# ---- dualedge_stream_sched_flat ----
dualedge_stream_sched_flat, logic cells by family:
Scale: 4 px per um.
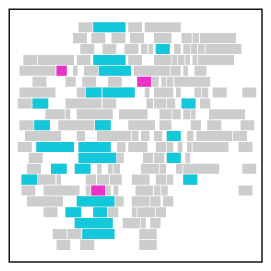
dualedge_stream_sched_flat, layout detail:
Region (35, 35) to (60, 60) um. Cells in gray, sequential cells in the stronger gray; small squares are vias.
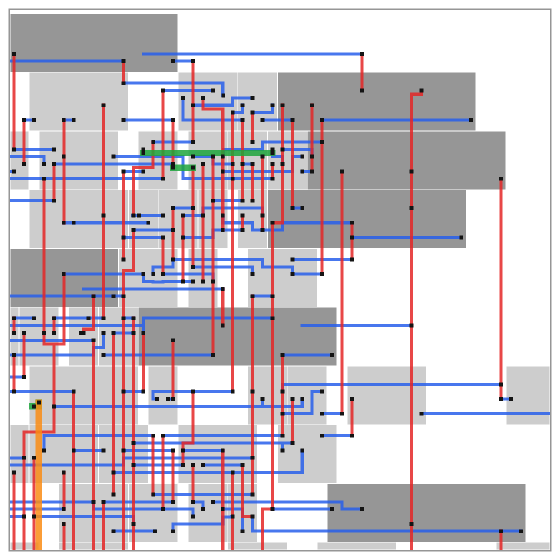
[config.mk]
export PLATFORM = sky130hd
export DESIGN_NAME = dualedge_stream_sched_flat
export DESIGN_NICKNAME = d
export VERILOG_FILES = /design/src/rtl/dualedge_sched_pkg.sv /design/src/rtl/dualedge_stream_sched_if.sv /design/src/rtl/dualedge_stream_sched_rr_arbiter.sv /design/src/rtl/dualedge_stream_sched.sv /design/src/flat_wrapper.sv
export SDC_FILE = /design/constraint.sdc
export NUM_CORES = 1
export LEC_CHECK = 0
export ABC_CLOCK_PERIOD_IN_PS = 4150
export CAP_MARGIN = 20
export CORE_UTILIZATION = 42
export CTS_CLUSTER_DIAMETER = 50
export CTS_CLUSTER_SIZE = 25
export DETAILED_ROUTE_END_ITERATION = 16
export PLACE_DENSITY = 0.73
export SYNTH_ARGS = -nofsm -noshare
export SYNTH_HDL_FRONTEND = slang
export SYNTH_HIERARCHICAL = 1
export SYNTH_SLANG_ARGS = --single-unit
[constraint.sdc]
create_clock -name clk -period 4.15 [get_ports clk]
set_clock_uncertainty 0.1 [all_clocks]
set_input_delay 0.415 -clock clk [delete_from_list [all_inputs] [get_ports clk]]
set_output_delay 0.415 -clock clk [all_outputs]
set_load 0.1 [all_outputs]
[src/rtl/dualedge_sched_pkg.sv]
// Shared state encoding and default sizing for the dual-edge stream scheduler.
package dualedge_sched_pkg;

    typedef enum logic [1:0] {
        ST_IDLE   = 2'd0,
        ST_STREAM = 2'd1,
        ST_GAP    = 2'd2
    } sched_state_e;

    localparam int DEF_NREQ    = 4;
    localparam int DEF_LEN_W   = 4;
    localparam int DEF_GAP_CYC = 2;

    // Counter width able to hold 0..n-1, never narrower than one bit.
    function automatic int safe_clog2(input int n);
        return (n <= 2) ? 1 : $clog2(n);
    endfunction

endpackage

[src/rtl/dualedge_stream_sched_if.sv]
// Requester-side and datapath-side signals of the scheduler; master drives requests, slave is the scheduler.
interface dualedge_stream_sched_if #(
    parameter int NREQ  = 4,
    parameter int LEN_W = 4,
    parameter int ID_W  = $clog2(NREQ)
) ();
    logic [NREQ-1:0]       req;
    logic [NREQ*LEN_W-1:0] req_len;
    logic [NREQ-1:0]       req_bit;
    logic [NREQ-1:0]       gnt;
    logic                  dp_d;
    logic                  dp_en;
    logic                  busy;
    logic                  done;
    logic [ID_W-1:0]       done_id;
    logic                  aborted;

    modport master (
        output req, req_len, req_bit,
        input  gnt, dp_d, dp_en, busy, done, done_id, aborted
    );

    modport slave (
        input  req, req_len, req_bit,
        output gnt, dp_d, dp_en, busy, done, done_id, aborted
    );
endinterface

[src/rtl/dualedge_stream_sched_rr_arbiter.sv]
// Purpose: round-robin pick of the first set request at or after ptr_i, wrapping modulo NREQ.
// Latency: purely combinational.
// Backpressure: none; the caller decides when the pick is used.
module rr_arbiter #(
    parameter int NREQ = 4,
    parameter int ID_W = $clog2(NREQ)
) (
    input  logic [NREQ-1:0] req_i,
    input  logic [ID_W-1:0] ptr_i,
    output logic [NREQ-1:0] gnt_o,
    output logic [ID_W-1:0] idx_o,
    output logic            vld_o
);
    int   j;
    logic found;

    always_comb begin
        gnt_o = '0;
        idx_o = '0;
        found = 1'b0;
        j     = 0;
        for (int i = 0; i < NREQ; i++) begin
            // Explicit wrap rather than % keeps non-power-of-2 NREQ cheap.
            j = int'(ptr_i) + i;
            if (j >= NREQ) begin
                j = j - NREQ;
            end
            if (!found && req_i[j]) begin
                found    = 1'b1;
                idx_o    = ID_W'(j);
                gnt_o[j] = 1'b1;
            end
        end
        vld_o = found;
    end
endmodule

[src/rtl/dualedge_stream_sched.sv]
// Purpose: round-robin sharing of one dual-edge capture datapath, streaming the owner's serial bits.
// Latency: request seen in IDLE -> gnt and dp_en on the next cycle; burst = len+1 cycles, then GAP_CYC turnaround.
// Backpressure: none downstream; requesters hold req until done, dropping it mid-burst aborts.
module dualedge_stream_sched
    import dualedge_sched_pkg::*;
#(
    parameter int NREQ    = DEF_NREQ,
    parameter int LEN_W   = DEF_LEN_W,
    parameter int GAP_CYC = DEF_GAP_CYC
) (
    input  logic                    clk,
    input  logic                    rst_n,
    dualedge_stream_sched_if.slave  sif
);
    localparam int ID_W  = $clog2(NREQ);
    localparam int GAP_W = safe_clog2(GAP_CYC);

    sched_state_e    state_q, state_d;
    logic [ID_W-1:0] rr_ptr_q, rr_ptr_d;
    logic [ID_W-1:0] owner_q, owner_d;
    logic [LEN_W-1:0] cnt_q, cnt_d;
    logic [GAP_W-1:0] gap_q, gap_d;
    logic [NREQ-1:0] gnt_q, gnt_d;
    logic            done_q, done_d;
    logic [ID_W-1:0] done_id_q, done_id_d;
    logic            aborted_q, aborted_d;

    logic [NREQ-1:0] arb_gnt;
    logic [ID_W-1:0] arb_idx;
    logic            arb_vld;
    logic            owner_req;
    logic            stream_live;
    logic [ID_W-1:0] ptr_next;

    rr_arbiter #(.NREQ(NREQ), .ID_W(ID_W)) u_arb (
        .req_i (sif.req),
        .ptr_i (rr_ptr_q),
        .gnt_o (arb_gnt),
        .idx_o (arb_idx),
        .vld_o (arb_vld)
    );

    assign owner_req   = sif.req[owner_q];
    assign stream_live = (state_q == ST_STREAM) && owner_req;
    assign ptr_next    = (owner_q == ID_W'(NREQ - 1)) ? '0 : owner_q + ID_W'(1);

    always_comb begin
        state_d   = state_q;
        rr_ptr_d  = rr_ptr_q;
        owner_d   = owner_q;
        cnt_d     = cnt_q;
        gap_d     = gap_q;
        gnt_d     = gnt_q;
        done_d    = 1'b0;
        done_id_d = done_id_q;
        aborted_d = aborted_q;
        case (state_q)
            ST_IDLE: begin
                if (arb_vld) begin
                    state_d = ST_STREAM;
                    owner_d = arb_idx;
                    cnt_d   = sif.req_len[arb_idx*LEN_W +: LEN_W];
                    gnt_d   = arb_gnt;
                end
            end
            ST_STREAM: begin
                // A dropped request ends the burst in the same cycle as the last bit would.
                if (!owner_req || (cnt_q == '0)) begin
                    state_d   = ST_GAP;
                    gnt_d     = '0;
                    done_d    = 1'b1;
                    done_id_d = owner_q;
                    aborted_d = !owner_req;
                    rr_ptr_d  = ptr_next;
                    gap_d     = GAP_W'(GAP_CYC - 1);
                end else begin
                    cnt_d = cnt_q - LEN_W'(1);
                end
            end
            ST_GAP: begin
                if (gap_q == '0) begin
                    state_d = ST_IDLE;
                end else begin
                    gap_d = gap_q - GAP_W'(1);
                end
            end
            default: begin
                state_d = ST_IDLE;
                gnt_d   = '0;
            end
        endcase
    end

    always_ff @(posedge clk or negedge rst_n) begin
        if (!rst_n) begin
            state_q   <= ST_IDLE;
            rr_ptr_q  <= '0;
            owner_q   <= '0;
            cnt_q     <= '0;
            gap_q     <= '0;
            gnt_q     <= '0;
            done_q    <= 1'b0;
            done_id_q <= '0;
            aborted_q <= 1'b0;
        end else begin
            state_q   <= state_d;
            rr_ptr_q  <= rr_ptr_d;
            owner_q   <= owner_d;
            cnt_q     <= cnt_d;
            gap_q     <= gap_d;
            gnt_q     <= gnt_d;
            done_q    <= done_d;
            done_id_q <= done_id_d;
            aborted_q <= aborted_d;
        end
    end

    assign sif.gnt     = gnt_q;
    assign sif.dp_en   = stream_live;
    assign sif.dp_d    = stream_live & sif.req_bit[owner_q];
    assign sif.busy    = (state_q != ST_IDLE);
    assign sif.done    = done_q;
    assign sif.done_id = done_id_q;
    assign sif.aborted = aborted_q;
endmodule

[src/flat_wrapper.sv]
// flat-port wrapper written by rule: the top's interface ports become plain ports
module dualedge_stream_sched_flat import dualedge_sched_pkg::*;
#(
    parameter int NREQ    = DEF_NREQ,
    parameter int LEN_W   = DEF_LEN_W,
    parameter int GAP_CYC = DEF_GAP_CYC
)
  (clk, rst_n, sif_req, sif_req_len, sif_req_bit, sif_gnt, sif_dp_d, sif_dp_en, sif_busy, sif_done, sif_done_id, sif_aborted);
  dualedge_stream_sched_if #(.NREQ(NREQ), .LEN_W(LEN_W)) sif_i ();
  input  logic clk;
  input  logic rst_n;
  input wire logic [$bits(sif_i.req)-1:0] sif_req;
  input wire logic [$bits(sif_i.req_len)-1:0] sif_req_len;
  input wire logic [$bits(sif_i.req_bit)-1:0] sif_req_bit;
  output wire logic [$bits(sif_i.gnt)-1:0] sif_gnt;
  output wire logic [$bits(sif_i.dp_d)-1:0] sif_dp_d;
  output wire logic [$bits(sif_i.dp_en)-1:0] sif_dp_en;
  output wire logic [$bits(sif_i.busy)-1:0] sif_busy;
  output wire logic [$bits(sif_i.done)-1:0] sif_done;
  output wire logic [$bits(sif_i.done_id)-1:0] sif_done_id;
  output wire logic [$bits(sif_i.aborted)-1:0] sif_aborted;
  assign sif_i.req = sif_req;
  assign sif_i.req_len = sif_req_len;
  assign sif_i.req_bit = sif_req_bit;
  assign sif_gnt = sif_i.gnt;
  assign sif_dp_d = sif_i.dp_d;
  assign sif_dp_en = sif_i.dp_en;
  assign sif_busy = sif_i.busy;
  assign sif_done = sif_i.done;
  assign sif_done_id = sif_i.done_id;
  assign sif_aborted = sif_i.aborted;
  dualedge_stream_sched #(.NREQ(NREQ), .LEN_W(LEN_W), .GAP_CYC(GAP_CYC)) u_core (.clk(clk), .rst_n(rst_n), .sif(sif_i));
endmodule
==> out/results.tsv <==
metric	value	unit
ys_seq_share	30.62	%
grtUsageMet3	4.927	%
dp_hpwl	2629	um
crit_chain	inv_1, ha_1, mux4_2, a21oi_1, o31ai_1, mux4_2, nor3_1, o21ai_2, o311a_1	
synthXorXnorAreaFrac	0	%
grt_util_met2	33.97	%
top_area_share	30.62	%
fin_ws	0.3199	ns
initCoreUtil	45.11	%
post_cts_resized	0	
cp-startpoint	u_core/rr_ptr_q[0]	
syn_area	0.001553	sq mm
clock_buffers	4	
n_antenna_cell	0	
run_status	completed	
nWellTaps	46	
ys_top_cells_by_area	dfrtp_1 (31%), ha_1 (8.9%), mux4_2 (8.7%), mux4_1 (6.8%), mux2_2 (5.8%)	
Notes on 'logic cells by family' of dualedge_stream_sched_flat above:
multiplexers -> cyan  # cells 24, most used mux2_2
AND-OR and OR-AND gates -> magenta  # cells 3
logic share of the area: 50.73%
Final Non-Filler Cells: 219
Top cell excl fill/tap: clkdlybuf4s50_1

Notes on 'layout detail' of dualedge_stream_sched_flat above:
met2 -> red
met3 -> green
met4 -> orange
met1 -> blue
most frequent = o21ai_0 (7), dfrtp_1 (7), nor2_1 (4)
sequential cells in the window = 7
cells with their middle in the window = 41
netlist names of flops here include = `u_core/cnt_q` (4)


# ---- irq_controller_flat ----
`config.mk`:
```
export PLATFORM = sky130hd
export DESIGN_NAME = irq_controller_flat
export DESIGN_NICKNAME = d
export VERILOG_FILES = /design/src/rtl/irq_controller_if.sv /design/src/rtl/irq_controller.sv /design/src/flat_wrapper.sv
export SDC_FILE = /design/constraint.sdc
export NUM_CORES = 1
export LEC_CHECK = 0
export ABC_AREA = 1
export CORE_MARGIN = 5
export CORE_UTILIZATION = 55
export DETAILED_ROUTE_END_ITERATION = 10
export GPL_TIMING_DRIVEN = 0
export PLACE_DENSITY_LB_ADDON = 0.2
export SLEW_MARGIN = 20
export SYNTH_ARGS = -nofsm -noshare
export SYNTH_HDL_FRONTEND = slang
export SYNTH_SLANG_ARGS = --single-unit
export TNS_END_PERCENT = 100
```
`constraint.sdc`:
```
create_clock -name clk -period 2.3 [get_ports clk]
set_input_delay 0.575 -clock clk [delete_from_list [all_inputs] [get_ports clk]]
set_output_delay 0.575 -clock clk [all_outputs]
set_load 0.02 [all_outputs]
```
`src/rtl/irq_controller_if.sv`:
```
// CPU bus view of the interrupt controller.
// The CPU drives the select, direction, address and write data; the peripheral returns read data.
interface irq_controller_if;
  logic       cs;
  logic       rw;
  logic [2:0] addr;
  logic [7:0] data_in;
  logic [7:0] data_out;

  modport master (
    output cs, rw, addr, data_in,
    input  data_out
  );

  modport slave (
    input  cs, rw, addr, data_in,
    output data_out
  );
endinterface

```
`src/rtl/irq_controller.sv`:
```
// Memory-mapped interrupt controller.
// Synchronises the sources, latches them as pending, masks them, and drives irqb to the CPU.
module irq_controller #(
  parameter int          NUM_SRC      = 8,
  parameter logic [7:0]  EDGE_DEFAULT = 8'hFF
) (
  input  logic               clk,
  input  logic               rst,
  irq_controller_if.slave    bus,
  input  logic [NUM_SRC-1:0] irq_src,
  output logic               irqb
);

  localparam logic [8:0] ONE_HOT = 9'd1 << NUM_SRC;
  localparam logic [7:0] IMPL    = 8'(ONE_HOT - 9'd1);

  logic [7:0] r_s1, r_s2, r_s3;
  logic [7:0] r_pend, r_mask, r_edge;

  logic [7:0] w_src;
  logic       w_wr;
  logic [7:0] w_wdata;
  logic [7:0] w_ack;
  logic [7:0] w_sw;
  logic [7:0] w_set;
  logic [7:0] w_pm;
  logic [2:0] w_idx;
  logic       w_vld;

  // Widen to 8 bits so unimplemented sources are constant zero.
  always_comb begin
    w_src = '0;
    w_src[NUM_SRC-1:0] = irq_src;
  end

  assign w_wr    = bus.cs & ~bus.rw;
  assign w_wdata = bus.data_in & IMPL;
  assign w_ack   = (w_wr && bus.addr == 3'd2) ? w_wdata : 8'h00;
  assign w_sw    = (w_wr && bus.addr == 3'd5) ? w_wdata : 8'h00;

  assign w_set = ((r_edge & r_s2 & ~r_s3) | (~r_edge & r_s2) | w_sw)
               & IMPL;
  assign w_pm  = r_pend & r_mask;

  always_ff @(posedge clk or posedge rst) begin
    if (rst) begin
      r_s1 <= '0;
      r_s2 <= '0;
      r_s3 <= '0;
    end else begin
      r_s1 <= w_src;
      r_s2 <= r_s1;
      r_s3 <= r_s2;
    end
  end

  // A set on the same edge as an ACK takes priority over the clear.
  always_ff @(posedge clk or posedge rst) begin
    if (rst) begin
      r_pend <= '0;
      r_mask <= '0;
      r_edge <= EDGE_DEFAULT & IMPL;
      irqb   <= 1'b1;
    end else begin
      r_pend <= (r_pend & ~w_ack) | w_set;
      irqb   <= ~|w_pm;
      if (w_wr && bus.addr == 3'd1)
        r_mask <= w_wdata;
      if (w_wr && bus.addr == 3'd4)
        r_edge <= w_wdata;
    end
  end

  always_comb begin
    w_idx = 3'd0;
    w_vld = |w_pm;
    for (int i = 7; i >= 0; i--)
      if (w_pm[i]) w_idx = 3'(i);
  end

  always_comb begin
    bus.data_out = 8'h00;
    case (bus.addr)
      3'd0:    bus.data_out = r_pend;
      3'd1:    bus.data_out = r_mask;
      3'd3:    bus.data_out = w_vld ? {1'b1, 4'b0000, w_idx}
                                    : 8'h00;
      3'd4:    bus.data_out = r_edge;
      3'd6:    bus.data_out = r_s2;
      default: bus.data_out = 8'h00;
    endcase
  end

endmodule

```
`src/flat_wrapper.sv`:
```
// flat-port wrapper written by rule: the top's interface ports become plain ports
module irq_controller_flat 
#(
  parameter int          NUM_SRC      = 8,
  parameter logic [7:0]  EDGE_DEFAULT = 8'hFF
)
  (clk, rst, irq_src, irqb, bus_cs, bus_rw, bus_addr, bus_data_in, bus_data_out);
  irq_controller_if bus_i ();
  input  logic clk;
  input  logic rst;
  input  logic [NUM_SRC-1:0] irq_src;
  output logic irqb;
  input wire logic [$bits(bus_i.cs)-1:0] bus_cs;
  input wire logic [$bits(bus_i.rw)-1:0] bus_rw;
  input wire logic [$bits(bus_i.addr)-1:0] bus_addr;
  input wire logic [$bits(bus_i.data_in)-1:0] bus_data_in;
  output wire logic [$bits(bus_i.data_out)-1:0] bus_data_out;
  assign bus_i.cs = bus_cs;
  assign bus_i.rw = bus_rw;
  assign bus_i.addr = bus_addr;
  assign bus_i.data_in = bus_data_in;
  assign bus_data_out = bus_i.data_out;
  irq_controller #(.NUM_SRC(NUM_SRC), .EDGE_DEFAULT(EDGE_DEFAULT)) u_core (.clk(clk), .rst(rst), .bus(bus_i), .irq_src(irq_src), .irqb(irqb));
endmodule
```
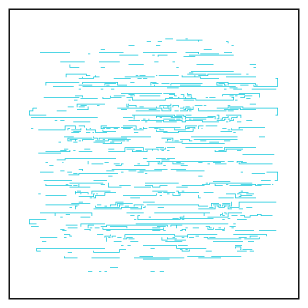
irq_controller_flat: metal 1
Scale: 4 px per um.
share of all routed wire = 41%
longest straight run = 38.2 um
wire length on this layer = 1800 um
WL final: 4383 um
grt met1 use: 22.94%
total number of vias: 1667

==> out/results.tsv <==
metric	value	unit
run_status	completed	
overflow	0	
synth_warnings	0	
flops	49	
ys_seq_share	58.56	%
r2r_end	u_core.irqb	
post_cts_buffers	2	
clock_buffers	5	
edf_count	0	
endpoint	bus_data_out[1]	
crit-reg2reg-launch	u_core.r_pend[0]	
finClkSkew	0.005162	ns
endpoint_kind	output port	
fillCellCount	299	
total_power	2.083	mW
wire_per_inst	13.53	um

# ---- imem_loader ----
## src/rtl/pat_imem_pkg.sv

```systemverilog
// Shared constants and types for the instruction-memory loader.
// Frame length depends on IMEM_LOADER_CHECKSUM_EN (7 bytes, or 8 with a trailing XOR byte).
package pat_imem_pkg;

    localparam int IMEM_ADDR_W = 10;
    localparam int IMEM_DATA_W = 40;

`ifdef IMEM_LOADER_CHECKSUM_EN
    localparam int FRAME_BYTES = 8;
`else
    localparam int FRAME_BYTES = 7;
`endif

    // Byte-counter value at which the final byte of a frame arrives
    localparam logic [2:0] LAST_IDX = 3'(FRAME_BYTES - 1);

    typedef enum logic [1:0] {
        ST_IDLE  = 2'd0,
        ST_SHIFT = 2'd1,
        ST_READY = 2'd2,
        ST_WRITE = 2'd3
    } loader_state_t;

    // Saturating increment for the 11-bit committed-word counter
    function automatic logic [10:0] sat_inc11(input logic [10:0] v);
        return (v == 11'h7FF) ? v : v + 11'd1;
    endfunction

endpackage

```

## src/rtl/edge_det.sv

```systemverilog
// One-bit registered rising-edge detector: o_rise = level & ~previous level.
module edge_det (
    input  logic clk,
    input  logic rst,
    input  logic i_level,
    output logic o_rise
);

    logic r_prev;

    // Remember last cycle's level
    always_ff @(posedge clk) begin
        if (rst) begin
            r_prev <= 1'b0;
        end else begin
            r_prev <= i_level;
        end
    end

    assign o_rise = i_level & ~r_prev;

endmodule

```

## src/rtl/imem_loader.sv

```systemverilog
// Instruction-memory loader: assembles byte frames from port A
// (addr_hi, addr_lo, d4..d0, MSB-first) and commits one word per write_req edge.
// Optional feature macro: IMEM_LOADER_CHECKSUM_EN adds a trailing XOR checksum byte.
module imem_loader
    import pat_imem_pkg::*;
#(
    parameter int ADDR_W = IMEM_ADDR_W,
    parameter int DATA_W = IMEM_DATA_W
) (
    input  logic              clk_int,
    input  logic              reset,
    input  logic              load_mode,
    input  logic [7:0]        byte_in,
    input  logic              byte_clk,
    input  logic              write_req,
    output logic [ADDR_W-1:0] imem_write_adr,
    output logic [DATA_W-1:0] imem_in,
    output logic              imem_write_en,
    output logic              loader_busy,
    output logic              frame_error,
    output logic [10:0]       words_written
);

    // Only the address bits and data are kept; addr_hi's unused upper bits
    // are judged when the first byte arrives and remembered in r_hi_bad.
    localparam int WORD_W = ADDR_W + DATA_W;

    logic w_byte_rise;
    logic w_wreq_rise;
    logic w_lm_rise;
    logic w_take_data;
    logic w_bad_frame;

    loader_state_t     r_state;
    logic [2:0]        r_cnt;
    logic [WORD_W-1:0] r_frame;
    logic              r_hi_bad;
    logic [ADDR_W-1:0] r_adr;
    logic [DATA_W-1:0] r_dat;
    logic              r_wen;
    logic              r_busy;
    logic              r_err;
    logic [10:0]       r_words;
`ifdef IMEM_LOADER_CHECKSUM_EN
    logic [7:0]        r_csum;
`endif

    edge_det u_byte_edge (
        .clk     (clk_int),
        .rst     (reset),
        .i_level (byte_clk),
        .o_rise  (w_byte_rise)
    );

    edge_det u_wreq_edge (
        .clk     (clk_int),
        .rst     (reset),
        .i_level (write_req),
        .o_rise  (w_wreq_rise)
    );

    edge_det u_lm_edge (
        .clk     (clk_int),
        .rst     (reset),
        .i_level (load_mode),
        .o_rise  (w_lm_rise)
    );

`ifdef IMEM_LOADER_CHECKSUM_EN
    // The checksum byte is compared, never shifted into the word
    assign w_take_data = (r_cnt != LAST_IDX);
    // XOR of all eight bytes is zero for a good frame
    assign w_bad_frame = r_hi_bad | ((r_csum ^ byte_in) != 8'h00);
`else
    assign w_take_data = 1'b1;
    assign w_bad_frame = r_hi_bad;
`endif

    // Write strobe is dropped immediately when load mode is left
    assign imem_write_en  = r_wen & load_mode;
    assign imem_write_adr = r_adr;
    assign imem_in        = r_dat;
    assign loader_busy    = r_busy;
    assign frame_error    = r_err;
    assign words_written  = r_words;

    // Protocol FSM, frame shifter and registered write-port outputs
    always_ff @(posedge clk_int) begin
        if (reset) begin
            r_state  <= ST_IDLE;
            r_cnt    <= '0;
            r_frame  <= '0;
            r_hi_bad <= 1'b0;
            r_adr    <= '0;
            r_dat    <= '0;
            r_wen    <= 1'b0;
            r_busy   <= 1'b0;
            r_err    <= 1'b0;
`ifdef IMEM_LOADER_CHECKSUM_EN
            r_csum   <= '0;
`endif
        end else begin
            r_wen <= 1'b0;
            // Error clear on load_mode entry; a same-cycle error still wins below
            if (w_lm_rise) begin
                r_err <= 1'b0;
            end
            if (!load_mode) begin
                r_state <= ST_IDLE;
                r_cnt   <= '0;
                r_busy  <= 1'b0;
            end else if (w_byte_rise && w_wreq_rise) begin
                r_state <= ST_IDLE;
                r_cnt   <= '0;
                r_busy  <= 1'b0;
                r_err   <= 1'b1;
            end else begin
                case (r_state)
                    ST_IDLE: begin
                        if (w_wreq_rise) begin
                            r_err <= 1'b1;
                        end else if (w_byte_rise) begin
                            r_frame  <= {r_frame[WORD_W-9:0], byte_in};
                            r_hi_bad <= |byte_in[7:ADDR_W-8];
`ifdef IMEM_LOADER_CHECKSUM_EN
                            r_csum   <= byte_in;
`endif
                            r_cnt    <= 3'd1;
                            r_state  <= ST_SHIFT;
                            r_busy   <= 1'b1;
                        end
                    end
                    ST_SHIFT: begin
                        if (w_wreq_rise) begin
                            r_state <= ST_IDLE;
                            r_cnt   <= '0;
                            r_busy  <= 1'b0;
                            r_err   <= 1'b1;
                        end else if (w_byte_rise) begin
                            if (w_take_data) begin
                                r_frame <= {r_frame[WORD_W-9:0], byte_in};
                            end
`ifdef IMEM_LOADER_CHECKSUM_EN
                            r_csum <= r_csum ^ byte_in;
`endif
                            if (r_cnt == LAST_IDX) begin
                                r_cnt <= '0;
                                if (w_bad_frame) begin
                                    r_state <= ST_IDLE;
                                    r_busy  <= 1'b0;
                                    r_err   <= 1'b1;
                                end else begin
                                    r_state <= ST_READY;
                                end
                            end else begin
                                r_cnt <= r_cnt + 3'd1;
                            end
                        end
                    end
                    ST_READY: begin
                        if (w_byte_rise) begin
                            r_state <= ST_IDLE;
                            r_busy  <= 1'b0;
                            r_err   <= 1'b1;
                        end else if (w_wreq_rise) begin
                            r_adr   <= r_frame[DATA_W +: ADDR_W];
                            r_dat   <= r_frame[DATA_W-1:0];
                            r_wen   <= 1'b1;
                            r_state <= ST_WRITE;
                        end
                    end
                    ST_WRITE: begin
                        r_state <= ST_IDLE;
                        r_busy  <= 1'b0;
                    end
                    default: begin
                        r_state <= ST_IDLE;
                        r_cnt   <= '0;
                        r_busy  <= 1'b0;
                    end
                endcase
            end
        end
    end

    // Count words actually strobed into the core, saturating at 2047
    always_ff @(posedge clk_int) begin
        if (reset) begin
            r_words <= '0;
        end else if (imem_write_en) begin
            r_words <= sat_inc11(r_words);
        end
    end

endmodule
```

## config.mk

```make
export PLATFORM = sky130hd
export DESIGN_NAME = imem_loader
export DESIGN_NICKNAME = d
export VERILOG_FILES = /design/src/rtl/pat_imem_pkg.sv /design/src/rtl/edge_det.sv /design/src/rtl/imem_loader.sv
export SDC_FILE = /design/constraint.sdc
export NUM_CORES = 1
export LEC_CHECK = 0
export CAP_MARGIN = 20
export CELL_PAD_IN_SITES_DETAIL_PLACEMENT = 1
export CELL_PAD_IN_SITES_GLOBAL_PLACEMENT = 1
export CORE_MARGIN = 2
export CORE_UTILIZATION = 35
export CTS_BUF_LIST = sky130_fd_sc_hd__clkbuf_16
export CTS_CLUSTER_SIZE = 30
export DETAILED_ROUTE_END_ITERATION = 10
export PLACE_DENSITY = 0.72
export RECOVER_POWER = 50
export SYNTH_ARGS = -nofsm -noshare
export SYNTH_HDL_FRONTEND = slang
export SYNTH_SLANG_ARGS = --single-unit
```

## constraint.sdc

```tcl
create_clock -name clk_int -period 1.5 [get_ports clk_int]
set_input_delay 0.3 -clock clk_int [delete_from_list [all_inputs] [get_ports clk_int]]
set_output_delay 0.3 -clock clk_int [all_outputs]
set_load 0.05 [all_outputs]
```

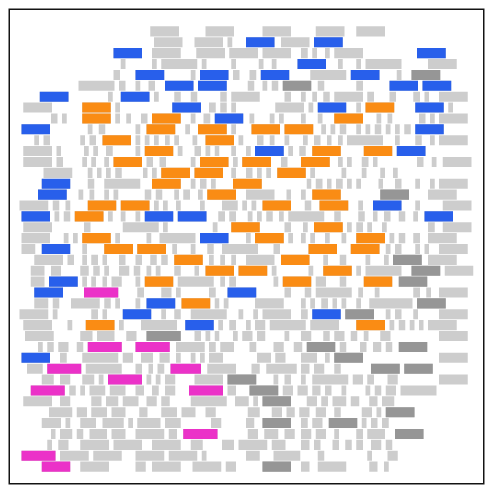
imem_loader: where the registers sit
Scale: 4 px per um. Other sequential cells in the stronger gray, the rest of the logic in the fainter gray.
`imem_in` -> blue  # sequential cells 40
`r_frame` -> orange  # sequential cells 50
`words_written` -> magenta  # sequential cells 11, where bottom left
fraction of area in registers: 35.11%
fin util: 56.23%

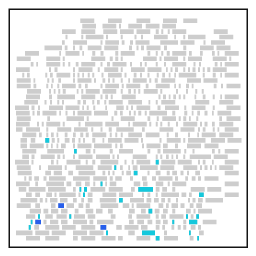
imem_loader: logic cells by family
Scale: 2 px per um.
XOR/XNOR gates -> blue  # cells 3, most used xnor2_1
NOR gates -> cyan  # cells 26, most used nor2_1
logic share of the area: 28.36%
Final Non-Filler Cells: 856
Top cell excl fill/tap: nand2_1

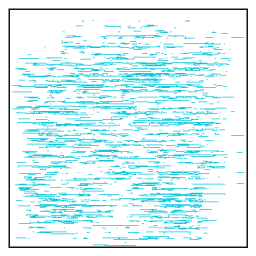
imem_loader: metal 1
Scale: 2 px per um.
share of all routed wire = 44%
main direction = horizontal
WL final: 13710 um
grt met1 use: 23.74%

==> out/results.tsv <==
metric	value	unit
run_status	finished with violations	
violations	negative setup slack	
regArea	0.002501	sq mm
top_area_share	53.92	%
regMostFlops	r_frame	
syn_avg_cell_area	7.929	sq um
r2r_cells	6	
pg_seq	3.29	mW
common_cells	nand2_1 (208), dfxtp_1 (123), a21oi_1 (116)	
finalCritPeriodShare	101.3	%
fin_ws	-0.01949	ns
top_usage_layer	met2	
setup_violations	1	
n_all_buffers	116	
pwr-share-seq	44.0	%
slew_headroom	64.97	%
drc	0	
ys_sh_adder	0.2740	%
simple_gate_share	25.04	%
endpoint	words_written[9]	
layout.comb_gates.multi_input	407	
boundaryPins	77	
grt_max_degree	117	
syn-instance-count	576	
ant_nets	0	
slowest_delay	0.48	ns
final.setup.tns	-0.01949	ns


==> screenshots <==
Routing congestion.
Plate I
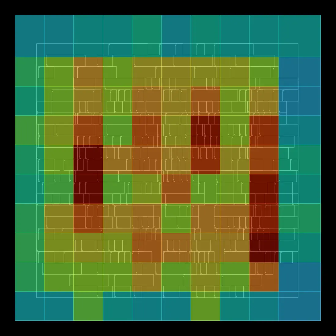
Plate II
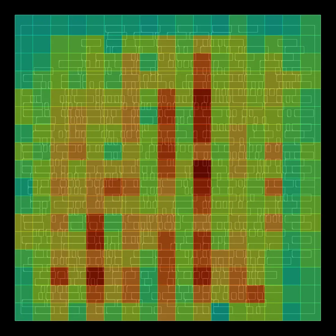
Plate III
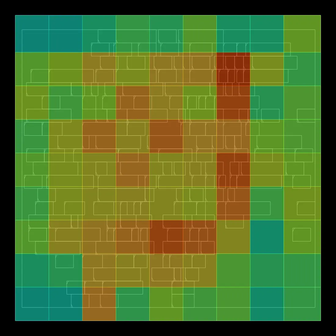
Plate III -> dualedge_stream_sched_flat
Plate II -> imem_loader
Plate I -> irq_controller_flat

Power is estimated from default activity; no workload was simulated.
